# ---- block 1 ----
Figure 1. Local utilization (block 1).
The bar under the picture is 20 µm long. 10 x 10 tiles, from dark blue (low) to red (high), 0 to 100% covered.
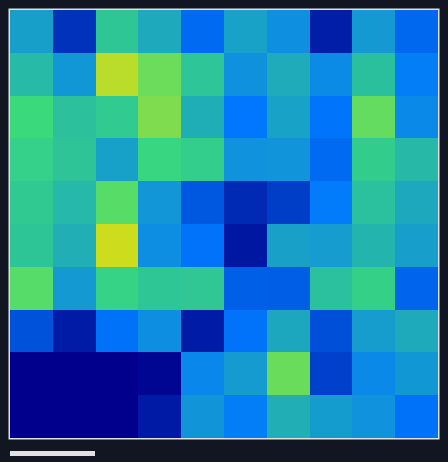

## src/rtl/rggen_access_arbiter.sv

```systemverilog
// rtl/rggen_access_arbiter.sv - round-robin arbiter sharing one register-block port between N_HOSTS hosts
// The grant is held from request until the register block returns ready.
module rggen_access_arbiter #(
  parameter int N_HOSTS       = 2,
  parameter int ADDRESS_WIDTH = 8,
  parameter int BUS_WIDTH     = 32
) (
  input  logic                             i_clk,
  input  logic                             i_rst,
  input  logic [N_HOSTS-1:0]               i_host_valid,
  input  logic [N_HOSTS*2-1:0]             i_host_access,
  input  logic [N_HOSTS*ADDRESS_WIDTH-1:0] i_host_address,
  input  logic [N_HOSTS*BUS_WIDTH-1:0]     i_host_write_data,
  input  logic [N_HOSTS*BUS_WIDTH/8-1:0]   i_host_strobe,
  output logic [N_HOSTS-1:0]               o_host_ready,
  output logic [1:0]                       o_host_status,
  output logic [BUS_WIDTH-1:0]             o_host_read_data,
  output logic                             o_reg_valid,
  output logic [1:0]                       o_reg_access,
  output logic [ADDRESS_WIDTH-1:0]         o_reg_address,
  output logic [BUS_WIDTH-1:0]             o_reg_write_data,
  output logic [BUS_WIDTH/8-1:0]           o_reg_strobe,
  input  logic                             i_reg_ready,
  input  logic [1:0]                       i_reg_status,
  input  logic [BUS_WIDTH-1:0]             i_reg_read_data
);
  localparam int IDX_W  = (N_HOSTS > 1) ? $clog2(N_HOSTS) : 1;
  localparam int STRB_W = BUS_WIDTH / 8;

  typedef enum logic {IDLE, BUSY} state_t;

  state_t               r_state, w_state_nxt;
  logic [N_HOSTS-1:0]   r_grant, w_grant_nxt;
  logic [IDX_W-1:0]     r_grant_idx, w_grant_idx_nxt;
  logic [IDX_W-1:0]     r_ptr, w_ptr_nxt;
  logic [2*N_HOSTS-1:0] w_req_rot;
  logic                 w_found;
  logic [IDX_W-1:0]     w_pick;
  logic                 w_busy;
  logic                 w_done;

  // (base + off) mod N_HOSTS; both operands are already below N_HOSTS
  function automatic logic [IDX_W-1:0] wrap_add(input logic [IDX_W-1:0] base, input int unsigned off);
    logic [IDX_W:0] s;
    s = {1'b0, base} + (IDX_W+1)'(off);
    if (s >= (IDX_W+1)'(N_HOSTS)) s = s - (IDX_W+1)'(N_HOSTS);
    return s[IDX_W-1:0];
  endfunction

  // Rotate requests so bit 0 is the host at the pointer, then take the first set bit
  assign w_req_rot = {i_host_valid, i_host_valid} >> r_ptr;

  always_comb begin
    w_found = 1'b0;
    w_pick  = '0;
    for (int i = 0; i < N_HOSTS; i++) begin
      if (!w_found && w_req_rot[i]) begin
        w_found = 1'b1;
        w_pick  = wrap_add(r_ptr, i);
      end
    end
  end

  assign w_busy = (r_state == BUSY) && !i_rst;
  assign w_done = w_busy && i_reg_ready;

  always_comb begin
    w_state_nxt     = r_state;
    w_grant_nxt     = r_grant;
    w_grant_idx_nxt = r_grant_idx;
    w_ptr_nxt       = r_ptr;
    case (r_state)
      IDLE: begin
        if (w_found) begin
          w_state_nxt     = BUSY;
          w_grant_idx_nxt = w_pick;
          for (int i = 0; i < N_HOSTS; i++) w_grant_nxt[i] = (w_pick == IDX_W'(i));
        end
      end
      BUSY: begin
        if (i_reg_ready) begin
          w_state_nxt = IDLE;
          w_grant_nxt = '0;
          w_ptr_nxt   = wrap_add(r_grant_idx, 1);
        end
      end
      default: w_state_nxt = IDLE;
    endcase
  end

  always_ff @(posedge i_clk) begin
    if (i_rst) begin
      r_state     <= IDLE;
      r_grant     <= '0;
      r_grant_idx <= '0;
      r_ptr       <= '0;
    end else begin
      r_state     <= w_state_nxt;
      r_grant     <= w_grant_nxt;
      r_grant_idx <= w_grant_idx_nxt;
      r_ptr       <= w_ptr_nxt;
    end
  end

  // One-hot grant makes an AND-OR mux sufficient; grant is cleared outside BUSY
  always_comb begin
    o_reg_access     = '0;
    o_reg_address    = '0;
    o_reg_write_data = '0;
    o_reg_strobe     = '0;
    for (int i = 0; i < N_HOSTS; i++) begin
      if (r_grant[i]) begin
        o_reg_access     = o_reg_access     | i_host_access[2*i +: 2];
        o_reg_address    = o_reg_address    | i_host_address[ADDRESS_WIDTH*i +: ADDRESS_WIDTH];
        o_reg_write_data = o_reg_write_data | i_host_write_data[BUS_WIDTH*i +: BUS_WIDTH];
        o_reg_strobe     = o_reg_strobe     | i_host_strobe[STRB_W*i +: STRB_W];
      end
    end
  end

  assign o_reg_valid      = w_busy;
  assign o_host_ready     = w_done ? r_grant : '0;
  assign o_host_status    = w_done ? i_reg_status : 2'b00;
  assign o_host_read_data = w_done ? i_reg_read_data : '0;
endmodule

```

## config.mk

```make
export PLATFORM = sky130hd
export DESIGN_NAME = rggen_access_arbiter
export DESIGN_NICKNAME = d
export VERILOG_FILES = /design/src/rtl/rggen_access_arbiter.sv
export SDC_FILE = /design/constraint.sdc
export NUM_CORES = 1
export LEC_CHECK = 0
export CAP_MARGIN = 15
export CELL_PAD_IN_SITES_DETAIL_PLACEMENT = 1
export CELL_PAD_IN_SITES_GLOBAL_PLACEMENT = 1
export CORE_MARGIN = 2
export CORE_UTILIZATION = 10
export CTS_CLUSTER_DIAMETER = 50
export DETAILED_ROUTE_END_ITERATION = 10
export PLACE_DENSITY_LB_ADDON = 0.1
export SYNTH_ARGS = -nofsm -noshare
export SYNTH_HDL_FRONTEND = slang
export SYNTH_SLANG_ARGS = --single-unit
```

## constraint.sdc

```tcl
create_clock -name i_clk -period 2.05 [get_ports i_clk]
set_input_delay 0.615 -clock i_clk [delete_from_list [all_inputs] [get_ports i_clk]]
set_output_delay 0.615 -clock i_clk [all_outputs]
set_load 0.01 [all_outputs]
```

# ---- block 2 ----
==> src/rtl/cs_loader.sv <==
// cs_loader: copies microcode from the EPROM into control store RAM at
// power-up or on request, optionally reading each word back to verify it.
module cs_loader #(
    parameter int unsigned ADDR_WIDTH = 8,
    parameter int unsigned DATA_WIDTH = 64,
    parameter int unsigned ROM_WAIT   = 2,
    parameter int unsigned VERIFY     = 1
) (
    input  logic                  clk,
    input  logic                  reset,
    input  logic                  reload,
    input  logic [DATA_WIDTH-1:0] rom_data,
    input  logic [DATA_WIDTH-1:0] ram_rdata,
    output logic [ADDR_WIDTH-1:0] cs_addr,
    output logic [DATA_WIDTH-1:0] ram_wdata,
    output logic                  ram__w,
    output logic                  own_bus,
    output logic                  cs_ready,
    output logic                  load_error,
    output logic [ADDR_WIDTH-1:0] err_addr
);

    localparam int unsigned WAIT_W = 4;
    localparam logic [WAIT_W-1:0] WAIT_LAST = WAIT_W'(ROM_WAIT - 1);

    typedef enum logic [2:0] {
        S_FETCH,
        S_WRITE,
        S_CHECK,
        S_DONE,
        S_ERROR
    } state_t;

    state_t                r_state;
    logic [WAIT_W-1:0]     r_wait;
    logic [ADDR_WIDTH-1:0] r_cs_addr;
    logic [DATA_WIDTH-1:0] r_word;
    logic                  r_ram_w;
    logic                  r_own_bus;
    logic                  r_cs_ready;
    logic                  r_load_error;
    logic [ADDR_WIDTH-1:0] r_err_addr;

    logic w_adv;
    logic w_last;

    // Word is finished: written with no verify, or read back intact.
    assign w_adv  = ((r_state == S_WRITE) && (VERIFY == 32'd0)) ||
                    ((r_state == S_CHECK) && (ram_rdata == r_word));
    assign w_last = (r_cs_addr == '1);

    // Copy sequencer: fetch, write, optional check, then advance or stop.
    always_ff @(posedge clk) begin
        if (reset) begin
            r_state      <= S_FETCH;
            r_wait       <= '0;
            r_cs_addr    <= '0;
            r_word       <= '0;
            r_ram_w      <= 1'b1;
            r_own_bus    <= 1'b1;
            r_cs_ready   <= 1'b0;
            r_load_error <= 1'b0;
            r_err_addr   <= '0;
        end else begin
            case (r_state)
                S_FETCH: begin
                    if (r_wait == WAIT_LAST) begin
                        r_word  <= rom_data;
                        r_ram_w <= 1'b0;
                        r_state <= S_WRITE;
                    end else begin
                        r_wait <= r_wait + WAIT_W'(1);
                    end
                end
                S_WRITE: begin
                    r_ram_w <= 1'b1;
                    if (VERIFY != 32'd0) begin
                        r_state <= S_CHECK;
                    end
                end
                S_CHECK: begin
                    if (ram_rdata != r_word) begin
                        r_state      <= S_ERROR;
                        r_load_error <= 1'b1;
                        r_err_addr   <= r_cs_addr;
                    end
                end
                S_DONE, S_ERROR: begin
                    if (reload) begin
                        r_state      <= S_FETCH;
                        r_wait       <= '0;
                        r_cs_addr    <= '0;
                        r_own_bus    <= 1'b1;
                        r_cs_ready   <= 1'b0;
                        r_load_error <= 1'b0;
                        r_err_addr   <= '0;
                    end
                end
                default: begin
                    r_state <= S_FETCH;
                end
            endcase

            // The last address stops the copy rather than wrapping to zero.
            if (w_adv) begin
                if (w_last) begin
                    r_state    <= S_DONE;
                    r_cs_ready <= 1'b1;
                    r_own_bus  <= 1'b0;
                end else begin
                    r_cs_addr <= r_cs_addr + ADDR_WIDTH'(1);
                    r_wait    <= '0;
                    r_state   <= S_FETCH;
                end
            end
        end
    end

    assign cs_addr    = r_cs_addr;
    assign ram_wdata  = r_word;
    assign ram__w     = r_ram_w;
    assign own_bus    = r_own_bus;
    assign cs_ready   = r_cs_ready;
    assign load_error = r_load_error;
    assign err_addr   = r_err_addr;

endmodule

==> config.mk <==
export PLATFORM = sky130hd
export DESIGN_NAME = cs_loader
export DESIGN_NICKNAME = d
export VERILOG_FILES = /design/src/rtl/cs_loader.sv
export SDC_FILE = /design/constraint.sdc
export NUM_CORES = 1
export LEC_CHECK = 0
export ABC_AREA = 1
export CORE_UTILIZATION = 43
export CTS_CLUSTER_SIZE = 28
export DETAILED_ROUTE_END_ITERATION = 8
export PLACE_DENSITY = 0.81
export SKIP_CTS_REPAIR_TIMING = 1
export SLEW_MARGIN = 15
export SYNTH_ARGS = -nofsm -noshare
export SYNTH_HDL_FRONTEND = slang
export SYNTH_SLANG_ARGS = --single-unit
==> constraint.sdc <==
create_clock -name clk -period 1.85 [get_ports clk]
set_input_delay 0.37 -clock clk [delete_from_list [all_inputs] [get_ports clk]]
set_output_delay 0.37 -clock clk [all_outputs]
set_load 0.01 [all_outputs]
# ---- block 3 ----
### config.mk
export PLATFORM = sky130hd
export DESIGN_NAME = dmem_arbiter
export DESIGN_NICKNAME = d
export VERILOG_FILES = /design/src/rtl/dmem_arbiter.sv
export SDC_FILE = /design/constraint.sdc
export NUM_CORES = 1
export LEC_CHECK = 0
export CAP_MARGIN = 30
export CORE_ASPECT_RATIO = 0.7
export CORE_MARGIN = 2
export CORE_UTILIZATION = 30
export DETAILED_ROUTE_END_ITERATION = 8
export PLACE_DENSITY = 0.73
export SLEW_MARGIN = 5
export SYNTH_ARGS = -nofsm -noshare
export SYNTH_HDL_FRONTEND = slang
export SYNTH_SLANG_ARGS = --single-unit
### constraint.sdc
create_clock -name clk -period 3.05 [get_ports clk]
set_input_delay 0.305 -clock clk [delete_from_list [all_inputs] [get_ports clk]]
set_output_delay 0.305 -clock clk [all_outputs]
set_load 0.02 [all_outputs]
### src/rtl/dmem_arbiter.sv
// Two-port arbiter/sequencer for the single-port data memory (IDLE -> ACC -> RSP).
// Optional macro DMEM_ARB_RR_EN selects round-robin contention; default is port0 priority.
module dmem_arbiter #(
  parameter int DEPTH = 100,
  parameter int AW    = 32,
  parameter int DW    = 32
) (
  input  logic          clk,
  input  logic          rst,
  input  logic          req0,
  input  logic          we0,
  input  logic [AW-1:0] addr0,
  input  logic [DW-1:0] wd0,
  output logic          done0,
  output logic [DW-1:0] rd0,
  input  logic          req1,
  input  logic          we1,
  input  logic [AW-1:0] addr1,
  input  logic [DW-1:0] wd1,
  output logic          done1,
  output logic [DW-1:0] rd1,
  output logic [AW-1:0] mem_a,
  output logic [DW-1:0] mem_wd,
  output logic          mem_we,
  input  logic [DW-1:0] mem_rd,
  output logic          err,
  output logic          busy
);

  typedef enum logic [1:0] {IDLE, ACC, RSP} state_t;

  state_t        state_q;
  logic          win_q;
  logic          we_q;
  logic [AW-1:0] addr_q;
  logic [DW-1:0] wd_q;
  logic          done0_q;
  logic          done1_q;
  logic [DW-1:0] rd0_q;
  logic [DW-1:0] rd1_q;
  logic          err_q;

  logic          win_d;
  logic          inRange;
  logic [DW-1:0] rdata_d;

`ifdef DMEM_ARB_RR_EN
  logic          last_q;

  // On contention the port that did not win last time is granted.
  always_comb begin
    win_d = req1 & (~req0 | ~last_q);
  end
`else
  always_comb begin
    win_d = req1 & ~req0;
  end
`endif

  always_comb begin
    inRange = (addr_q < AW'(DEPTH));
    rdata_d = inRange ? mem_rd : '0;
  end

  always_ff @(posedge clk) begin
    if (rst) begin
      state_q <= IDLE;
      win_q   <= 1'b0;
      we_q    <= 1'b0;
      addr_q  <= '0;
      wd_q    <= '0;
      done0_q <= 1'b0;
      done1_q <= 1'b0;
      rd0_q   <= '0;
      rd1_q   <= '0;
      err_q   <= 1'b0;
`ifdef DMEM_ARB_RR_EN
      last_q  <= 1'b1;
`endif
    end else begin
      done0_q <= 1'b0;
      done1_q <= 1'b0;
      err_q   <= 1'b0;
      case (state_q)
        IDLE: begin
          if (req0 | req1) begin
            win_q   <= win_d;
            we_q    <= win_d ? we1 : we0;
            addr_q  <= win_d ? addr1 : addr0;
            wd_q    <= win_d ? wd1 : wd0;
`ifdef DMEM_ARB_RR_EN
            last_q  <= win_d;
`endif
            state_q <= ACC;
          end
        end
        ACC: begin
          // Response flags are registered here so they are visible during RSP.
          done0_q <= ~win_q;
          done1_q <= win_q;
          err_q   <= ~inRange;
          if (!we_q) begin
            if (win_q) rd1_q <= rdata_d;
            else       rd0_q <= rdata_d;
          end
          state_q <= RSP;
        end
        RSP:     state_q <= IDLE;
        default: state_q <= IDLE;
      endcase
    end
  end

  // Write strobe is gated by rst so a write landing on a reset edge is dropped.
  assign mem_we = (state_q == ACC) & we_q & inRange & ~rst;
  assign mem_a  = addr_q;
  assign mem_wd = wd_q;
  assign done0  = done0_q;
  assign done1  = done1_q;
  assign rd0    = rd0_q;
  assign rd1    = rd1_q;
  assign err    = err_q;
  assign busy   = (state_q != IDLE);

endmodule

Figure 2. Wire density map (block 2).
22 x 22 tiles, from dark blue (low) to red (high), scaled to the fullest tile. Values are wire area over tile area, all layers added.
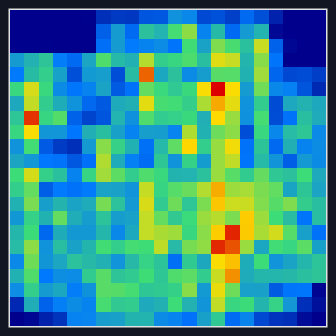
26% of the tiles are over half the peak. The emptiest ninth of the die: north-west. 7.2% of the tiles are nearly empty. The fullest tile reaches 0.61. The mean over all tiles is 0.24.
routed wire length: 17900 µm
vias: 6199
Avg WL per Cell: 14.3 µm

==> flow_summary.ini, block 2 <==
; implementation run metrics
[synthesis]
area_leaders = dfxtp_1 36%, nand2_1 14%, nor2_1 14%
synth.distinct_cells = 30
adder_share_pct = 0.738
top_cell_area_share_pct = 35.8

[global_route]
grt_pass1_vias = 5871
grt.met1_usage_pct = 34.0
grtUsageTotal_pct = 28.1

[cells_and_area]
seq_area_share_pct = 20.8
largest_class = combinational gates
logic_gate_count = 598
mostFrequentLayoutCell = clkdlybuf4s50_1
nNonClkInverters = 97

[clocking]
cts_sinks = 91

[floorplan]
rows = 39
die_height_um = 111
io_pins = 215

[worst_setup_path]
crit_type = flop to output port
crit_required_ns = 1.48

[power]
p_int_uw = 7380
switchingPower_uw = 4840

[place]
dpl.cell_count = 1222
gp_congestion = 0.888

[worst_hold_path]
whs_path_depth = 2
worstHoldEndpoint = cs_ready

[detailed_routing]
vias_per_cell = 4.97

[final_timing]
period_used_pct = 97.3

[run_status]
outcome = finished, final reports clean
-- block 2: sequential cells by signal (all words and copies together) (netlist names) --
name        count
ram_wdata      64
own_bus         1
cs_addr         8
ram__w          1
err_addr        8
r_wait          4
r_state         3
cs_ready        1
load_error      1
-- block 2: power by group through the flow --
stage | Sequential, µW | Clock (µW) | Combinational, µW
floorplan | 3610 | 0 | 2510
global placement | 3340 | 0 | 6050
detailed placement | 3360 | 0 | 6140
CTS | 3330 | 2010 | 6180
global route | 3550 | 2110 | 7380
finish | 3440 | 2000 | 6780
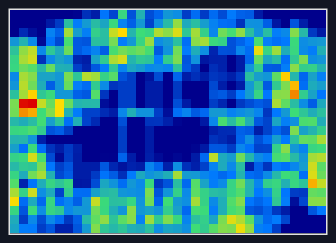
Figure 3: block 3, wire density map.
35 x 25 tiles, from dark blue (low) to red (high), scaled to the fullest tile. Values are wire area over tile area, all layers added.
17% of the tiles are over half the peak. The fullest tile reaches 0.48. The emptiest ninth of the die: center. The mean over all tiles is 0.14. 13% of the tiles are nearly empty.

==> flow_summary.ini, block 3 <==
; implementation run metrics
[place]
portBuffers = 298

[synthesis]
synthAoiAreaFrac_pct = 22.5
ys.flops = 135
postSynthAreaPerCell_um2 = 10.4
common_cells = 135 x dfxtp_1, 66 x a211oi_1, 66 x nor2_1, 65 x mux2i_1, 64 x nand3b_1
xor_area_share_pct = 0
top_cell_area_share_pct = 44.4
edf_count = 0
yosysSeqAreaShare_pct = 44.4

[global_route]
grt_pass1_vias = 5258
grtUsageTotal_pct = 17.0

[worst_setup_path]
reg2reg_depth = 5
cp_top_family = simple AND/OR/NAND/NOR gates

[cells_and_area]
mostFrequentLayoutCell = clkdlybuf4s50_1

[detailed_routing]
vias = 5407
route.detailed.drc = 0
vias_per_cell = 4.81

[clocking]
cts.clk_slew.worst_paths_ns = 0.05

[run_status]
outcome = finished, final reports clean

[worst_hold_path]
hp-start = rst

[floorplan]
die_area_mm2 = 0.0215

[run]
tool_warnings = 28

[final_timing]
skew_ns = 0.0113
[block 3: power breakdown]
part / internal, µW / switching [µW] / leakage (µW)
clock network: 1440 / 785 / 0.000311
registers: 1870 / 68.2 / 0.00111
logic: 507 / 519 / 0.00217
[block 3: registers in the layout, indices dropped and copies added (netlist names)]
name,flops
rd1,32
we_q,1
err,1
done0,1
mem_a,32
state_q,2
win_q,1
mem_wd,32
rd0,32
done1,1
[block 3: cell type report]
cell class,instances,area (µm²)
multi-input cells,379,3120
inverters,1,3.75
repair buffers,307,3070
well taps,270,338
fillers,1790,9970
clock inverters,10,168
flip-flops and latches,135,2700
clock buffers,22,474
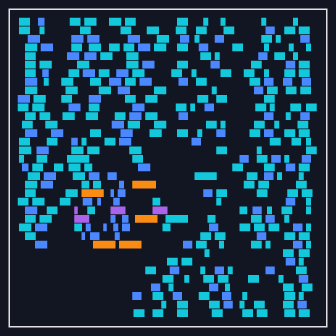
Figure 4: block 1, cell classes on the final placement.
Key: registers = orange [cells 5, share of their area 3.2%]; remaining logic cells = blue [cells 99, share of their area 28%]; clock drivers and dummy loads = purple [cells 4, share of their area 1.4%]; remaining buffers and delay cells = cyan [cells 232, share of their area 67%]
CORE AREA: 0.00911 mm²
final core utilization: 36.3%

## Picture notes: Figure 1
The mean over all tiles is 32%. 7.0% of the tiles are nearly empty. The fullest tile reaches 69%. The densest ninth of the die: west.
Init Core Util: 10.2%

==> flow_summary.ini, block 1 <==
; implementation run metrics
[run_status]
outcome = finished with violations
violations = setup timing

[cells_and_area]
area_growth_pct = 256
mostFrequentLayoutCell = clkdlybuf4s50_1
largest_class = buffers
clock_buffers = 4

[worst_hold_path]
worstHoldEndpoint = r_ptr

[detailed_routing]
dr.pass1.iters = 4

[synthesis]
netlist_area_um2 = 927
postSynthAreaPerCell_um2 = 7.60
top_cell_area_share_pct = 43.5

[worst_setup_path]
cp_cell_sequence = buf_6 -> and2b_4 -> buf_6 -> and3_4 -> buf_6
crit_type = primary input to output port

[final_timing]
finalSetupViolCount = 5
tightestPinTransition_ns = 0.296
tns_ns = -0.0281
drv_slew = 0
fin_ws_ns = -0.0112

[global_route]
grt_first_pass_wirelength_um = 11100
antenna_found_initial = 0
met3_usage_pct = 4.04

[run]
drv_cap = 0

[power]
comb_power_share_pct = 68.5
ir_drop_v = 0.000162

[clocking]
cts_inserted_buffers = 3

[floorplan]
die_area_mm2 = 0.0101
[block 1: state kept, by name (all words and copies together) (netlist names)]
register / count
r_grant: 2
r_ptr: 1
r_state: 1
r_grant_idx: 1
[block 1: worst reg2reg max path, stage by stage (launching register included)]
cell	delay (ns)
dfxtp_1	0.30
and2b_4	0.20
buf_6	0.14
buf_4	0.12
buf_4	0.12
nand2_1	0.07
o21ai_2	0.05
[block 1: logic make-up (layout without fill, tap and decap cells)]
kind of cell,after synthesis,after routing,synth area share (%)
AND-OR/OR-AND,56,56,50.6
buffers and inverters,19,237,10.9
flip-flops,5,5,10.8
AND/OR/NAND/NOR,42,42,27.7

==> notes/layouts.md <==
Pictures saved along the way, in no particular order.

Clock network drawn from the DEF.
picture 1
The bar under the picture is 50 µm long.
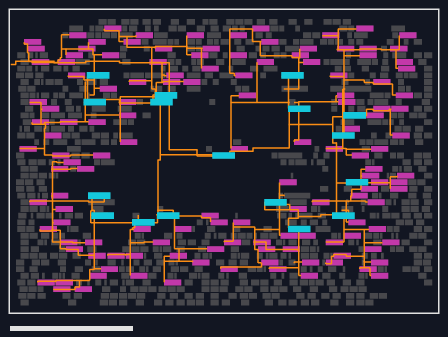
picture 2
The bar under the picture is 20 µm long.
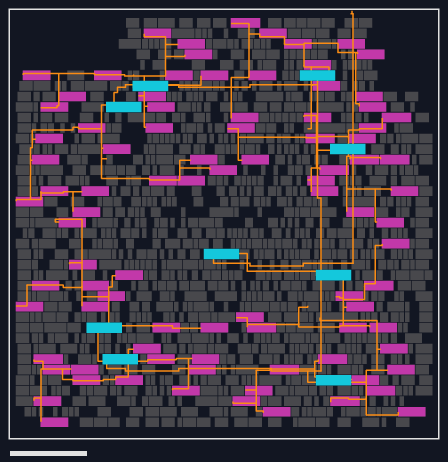
picture 3
The bar under the picture is 20 µm long.
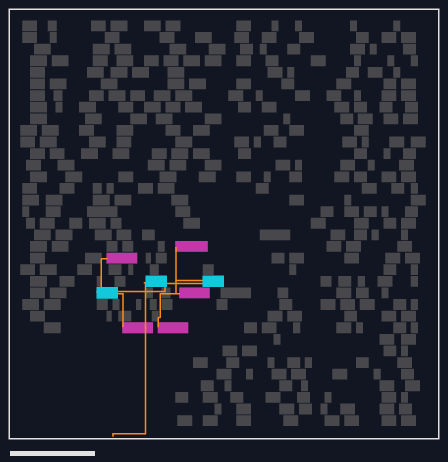
Picture 2 is block 2.
Picture 3 is block 1.
Picture 1 is block 3.


# ---- block 4 ----
==> src/rtl/pipeline_control_if.sv <==
// pipeline_control_if: hazard/memory request inputs and stage enable/flush outputs of the pipeline controller.
interface pipeline_control_if;
    logic        lu_stall_f, lu_stall_d, lu_flush_e;
    logic        redirect_e, imem_ready, dmem_req_m, dmem_ready;
    logic        en_f, en_d, en_e, en_m, en_w;
    logic        flush_d, flush_e, flush_w;
    logic        mem_busy, mem_timeout;
    logic [31:0] stall_cycles, flush_events;
    modport master (
        output lu_stall_f, lu_stall_d, lu_flush_e, redirect_e, imem_ready, dmem_req_m, dmem_ready,
        input  en_f, en_d, en_e, en_m, en_w, flush_d, flush_e, flush_w,
        input  mem_busy, mem_timeout, stall_cycles, flush_events
    );
    modport slave (
        input  lu_stall_f, lu_stall_d, lu_flush_e, redirect_e, imem_ready, dmem_req_m, dmem_ready,
        output en_f, en_d, en_e, en_m, en_w, flush_d, flush_e, flush_w,
        output mem_busy, mem_timeout, stall_cycles, flush_events
    );
endinterface

==> src/rtl/pipeline_control.sv <==
// pipeline_control: prioritised stall/flush generation with data-memory wait FSM and timeout.
// Define PIPE_PERF_CNT_EN to build the stall_cycles/flush_events performance counters.
module pipeline_control #(
    parameter int DMEM_TIMEOUT = 255
) (
    input logic clk,
    input logic reset,
    pipeline_control_if.slave bus
);
    localparam int CW = (DMEM_TIMEOUT > 0) ? $clog2(DMEM_TIMEOUT + 1) : 1;
    localparam logic [CW-1:0] TMO = CW'(DMEM_TIMEOUT);
    typedef enum logic [1:0] {IDLE, WAIT, ERROR} state_t;
    state_t state_q, state_d;
    logic [CW-1:0] cnt_q, cnt_d, cnt_inc;
    logic memstall, lu_any;
    logic [4:0] en;
    logic [2:0] fl;
    always_ff @(posedge clk or posedge reset) begin
        if (reset) begin
            state_q <= IDLE;
            cnt_q   <= '0;
        end else begin
            state_q <= state_d;
            cnt_q   <= cnt_d;
        end
    end
    // The timeout compares the count including the current WAIT cycle, so ERROR follows exactly DMEM_TIMEOUT waits.
    always_comb begin
        state_d  = state_q;
        cnt_d    = cnt_q;
        cnt_inc  = (cnt_q == TMO) ? cnt_q : cnt_q + 1'b1;
        memstall = 1'b0;
        case (state_q)
            IDLE: begin
                memstall = bus.dmem_req_m && !bus.dmem_ready;
                if (memstall) begin
                    state_d = WAIT;
                    cnt_d   = '0;
                end
            end
            WAIT: begin
                memstall = !bus.dmem_ready;
                cnt_d    = cnt_inc;
                state_d  = bus.dmem_ready ? IDLE : (cnt_inc == TMO) ? ERROR : WAIT;
            end
            default: memstall = 1'b1;
        endcase
    end
    assign lu_any = bus.lu_stall_f || bus.lu_stall_d || bus.lu_flush_e;
    always_comb begin
        en = 5'b11111;
        fl = 3'b000;
        if (reset) begin
            en = 5'b00000;
            fl = 3'b111;
        end else if (memstall) begin
            en = 5'b00001;
            fl = 3'b001;
        end else if (bus.redirect_e) begin
            fl = 3'b110;
        end else if (lu_any) begin
            en[4] = !bus.lu_stall_f;
            en[3] = !bus.lu_stall_d;
            fl[1] = bus.lu_flush_e;
        end else if (!bus.imem_ready) begin
            en[4] = 1'b0;
            fl[2] = 1'b1;
        end
    end
    assign {bus.en_f, bus.en_d, bus.en_e, bus.en_m, bus.en_w} = en;
    assign {bus.flush_d, bus.flush_e, bus.flush_w} = fl;
    assign bus.mem_busy    = (state_q == WAIT);
    assign bus.mem_timeout = (state_q == ERROR);
`ifdef PIPE_PERF_CNT_EN
    logic [31:0] stall_q, flush_q;
    always_ff @(posedge clk or posedge reset) begin
        if (reset) begin
            stall_q <= '0;
            flush_q <= '0;
        end else begin
            stall_q <= stall_q + 32'(!en[4]);
            flush_q <= flush_q + 32'(fl[2] || fl[1]);
        end
    end
    assign bus.stall_cycles = stall_q;
    assign bus.flush_events = flush_q;
`else
    assign bus.stall_cycles = '0;
    assign bus.flush_events = '0;
`endif
endmodule

==> src/flat_wrapper.sv <==
// flat-port wrapper written by rule: the top's interface ports become plain ports
module pipeline_control_flat 
#(
    parameter int DMEM_TIMEOUT = 255
)
  (clk, reset, bus_lu_stall_f, bus_lu_stall_d, bus_lu_flush_e, bus_redirect_e, bus_imem_ready, bus_dmem_req_m, bus_dmem_ready, bus_en_f, bus_en_d, bus_en_e, bus_en_m, bus_en_w, bus_flush_d, bus_flush_e, bus_flush_w, bus_mem_busy, bus_mem_timeout, bus_stall_cycles, bus_flush_events);
  pipeline_control_if bus_i ();
  input logic clk;
  input logic reset;
  input wire logic [$bits(bus_i.lu_stall_f)-1:0] bus_lu_stall_f;
  input wire logic [$bits(bus_i.lu_stall_d)-1:0] bus_lu_stall_d;
  input wire logic [$bits(bus_i.lu_flush_e)-1:0] bus_lu_flush_e;
  input wire logic [$bits(bus_i.redirect_e)-1:0] bus_redirect_e;
  input wire logic [$bits(bus_i.imem_ready)-1:0] bus_imem_ready;
  input wire logic [$bits(bus_i.dmem_req_m)-1:0] bus_dmem_req_m;
  input wire logic [$bits(bus_i.dmem_ready)-1:0] bus_dmem_ready;
  output wire logic [$bits(bus_i.en_f)-1:0] bus_en_f;
  output wire logic [$bits(bus_i.en_d)-1:0] bus_en_d;
  output wire logic [$bits(bus_i.en_e)-1:0] bus_en_e;
  output wire logic [$bits(bus_i.en_m)-1:0] bus_en_m;
  output wire logic [$bits(bus_i.en_w)-1:0] bus_en_w;
  output wire logic [$bits(bus_i.flush_d)-1:0] bus_flush_d;
  output wire logic [$bits(bus_i.flush_e)-1:0] bus_flush_e;
  output wire logic [$bits(bus_i.flush_w)-1:0] bus_flush_w;
  output wire logic [$bits(bus_i.mem_busy)-1:0] bus_mem_busy;
  output wire logic [$bits(bus_i.mem_timeout)-1:0] bus_mem_timeout;
  output wire logic [$bits(bus_i.stall_cycles)-1:0] bus_stall_cycles;
  output wire logic [$bits(bus_i.flush_events)-1:0] bus_flush_events;
  assign bus_i.lu_stall_f = bus_lu_stall_f;
  assign bus_i.lu_stall_d = bus_lu_stall_d;
  assign bus_i.lu_flush_e = bus_lu_flush_e;
  assign bus_i.redirect_e = bus_redirect_e;
  assign bus_i.imem_ready = bus_imem_ready;
  assign bus_i.dmem_req_m = bus_dmem_req_m;
  assign bus_i.dmem_ready = bus_dmem_ready;
  assign bus_en_f = bus_i.en_f;
  assign bus_en_d = bus_i.en_d;
  assign bus_en_e = bus_i.en_e;
  assign bus_en_m = bus_i.en_m;
  assign bus_en_w = bus_i.en_w;
  assign bus_flush_d = bus_i.flush_d;
  assign bus_flush_e = bus_i.flush_e;
  assign bus_flush_w = bus_i.flush_w;
  assign bus_mem_busy = bus_i.mem_busy;
  assign bus_mem_timeout = bus_i.mem_timeout;
  assign bus_stall_cycles = bus_i.stall_cycles;
  assign bus_flush_events = bus_i.flush_events;
  pipeline_control #(.DMEM_TIMEOUT(DMEM_TIMEOUT)) u_core (.clk(clk), .reset(reset), .bus(bus_i));
endmodule
==> config.mk <==
export PLATFORM = sky130hd
export DESIGN_NAME = pipeline_control_flat
export DESIGN_NICKNAME = d
export VERILOG_FILES = /design/src/rtl/pipeline_control_if.sv /design/src/rtl/pipeline_control.sv /design/src/flat_wrapper.sv
export SDC_FILE = /design/constraint.sdc
export NUM_CORES = 1
export LEC_CHECK = 0
export CAP_MARGIN = 20
export CORE_ASPECT_RATIO = 2
export CORE_UTILIZATION = 36
export CTS_CLUSTER_DIAMETER = 200
export CTS_CLUSTER_SIZE = 40
export DETAILED_ROUTE_END_ITERATION = 8
export GPL_ROUTABILITY_DRIVEN = 0
export GPL_TIMING_DRIVEN = 0
export MAX_ROUTING_LAYER = met4
export PLACE_DENSITY = 0.89
export SYNTH_ARGS = -nofsm -noshare
export SYNTH_HDL_FRONTEND = slang
export SYNTH_SLANG_ARGS = --single-unit
==> constraint.sdc <==
create_clock -name clk -period 1.75 [get_ports clk]
set_input_delay 0.35 -clock clk [delete_from_list [all_inputs] [get_ports clk]]
set_output_delay 0.35 -clock clk [all_outputs]
set_load 0.005 [all_outputs]
==> flow_summary.ini <==
; implementation run metrics
[worst_setup_path]
max_stage_delay_ns = 0.42
critPathBufInv = 1
cp.depth = 6
endpoint = u_core.cnt_q[5]

[run_status]
violations = DRC
outcome = finished with violations

[synthesis]
synthMostInstantiatedCell = buf_4
synth.distinct_cells = 38
area_leaders = buf_4 40%, dfrtp_1 20%, a21oi_1 5.2%

[worst_hold_path]
hold_class = primary input to asynchronous set/reset pin

[detailed_routing]
antenna_left = 0
routed-wl-met3_um = 403
route.detailed.drc = 11

[clocking]
cts_tree = done

[run]
drv_cap = 0

[cells_and_area]
register_area_um2 = 254
-- power groups by stage --
stage | logic [µW] | registers, µW | clock network (µW)
finish | 206 | 234 | 292
global route | 227 | 234 | 305
CTS | 193 | 234 | 293
detailed placement | 186 | 237 | 0
global placement | 185 | 237 | 0
floorplan | 152 | 237 | 0
-- cell type report --
type	count	area share (%)
Buffer	69	27.7
Inverter	9	1.99
Sequential cell	10	13.4
Timing Repair Buffer	30	13.3
Tap cell	32	2.12
Multi-Input combinational cell	139	38.6
Clock buffer	4	2.91
-- registers in the layout, indices dropped and copies added (netlist names) --
register,flops
u_core.state_q,2
u_core.cnt_q,8
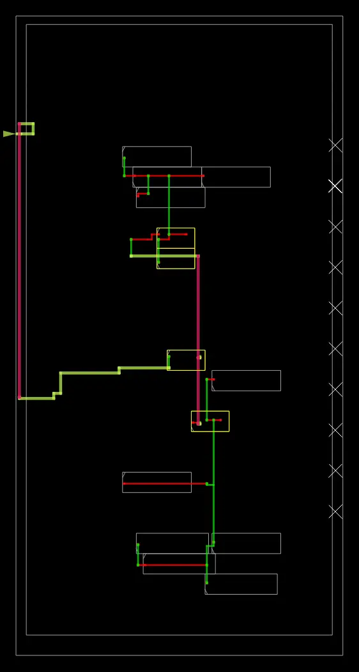
Figure 5: block 4, clock nets.
CTS Sinks: 10
Worst Clk Skew: 0.00443 ns
clk latency late pin: 0.24 ns
Num CTS Buffers: 3

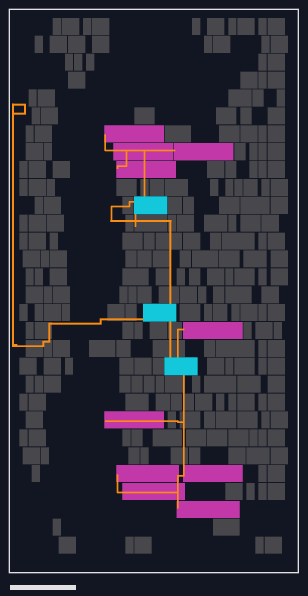
Figure 6: block 4, clock network drawn from the DEF.
The bar under the picture is 10 µm long.
Key: flip-flops = magenta [count 10]; clock wires = orange [length 194 µm]; clock-net drivers = cyan [count 3]
There are 4 routed clock nets.



==> notes/layouts.md <==
Pictures saved along the way, in no particular order.

Signal wires on met4.
image #1
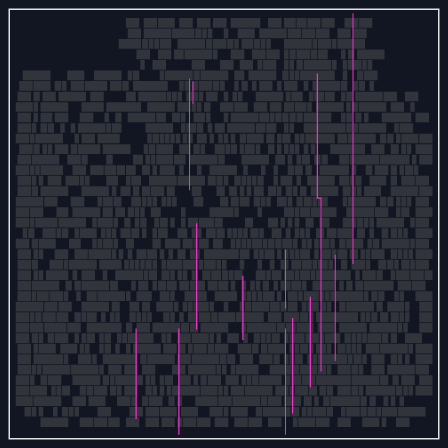
image #2
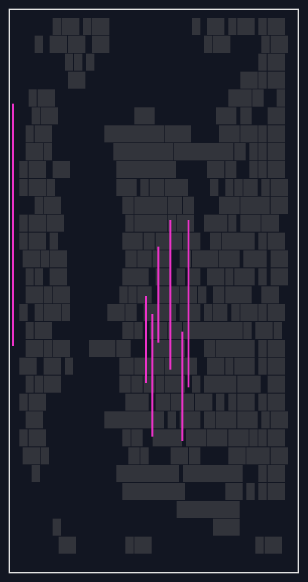
image #3
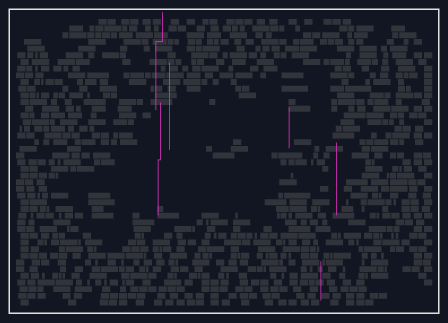
block 3 -> image #3
block 2 -> image #1
block 4 -> image #2

Power and IR drop assume default switching activity.
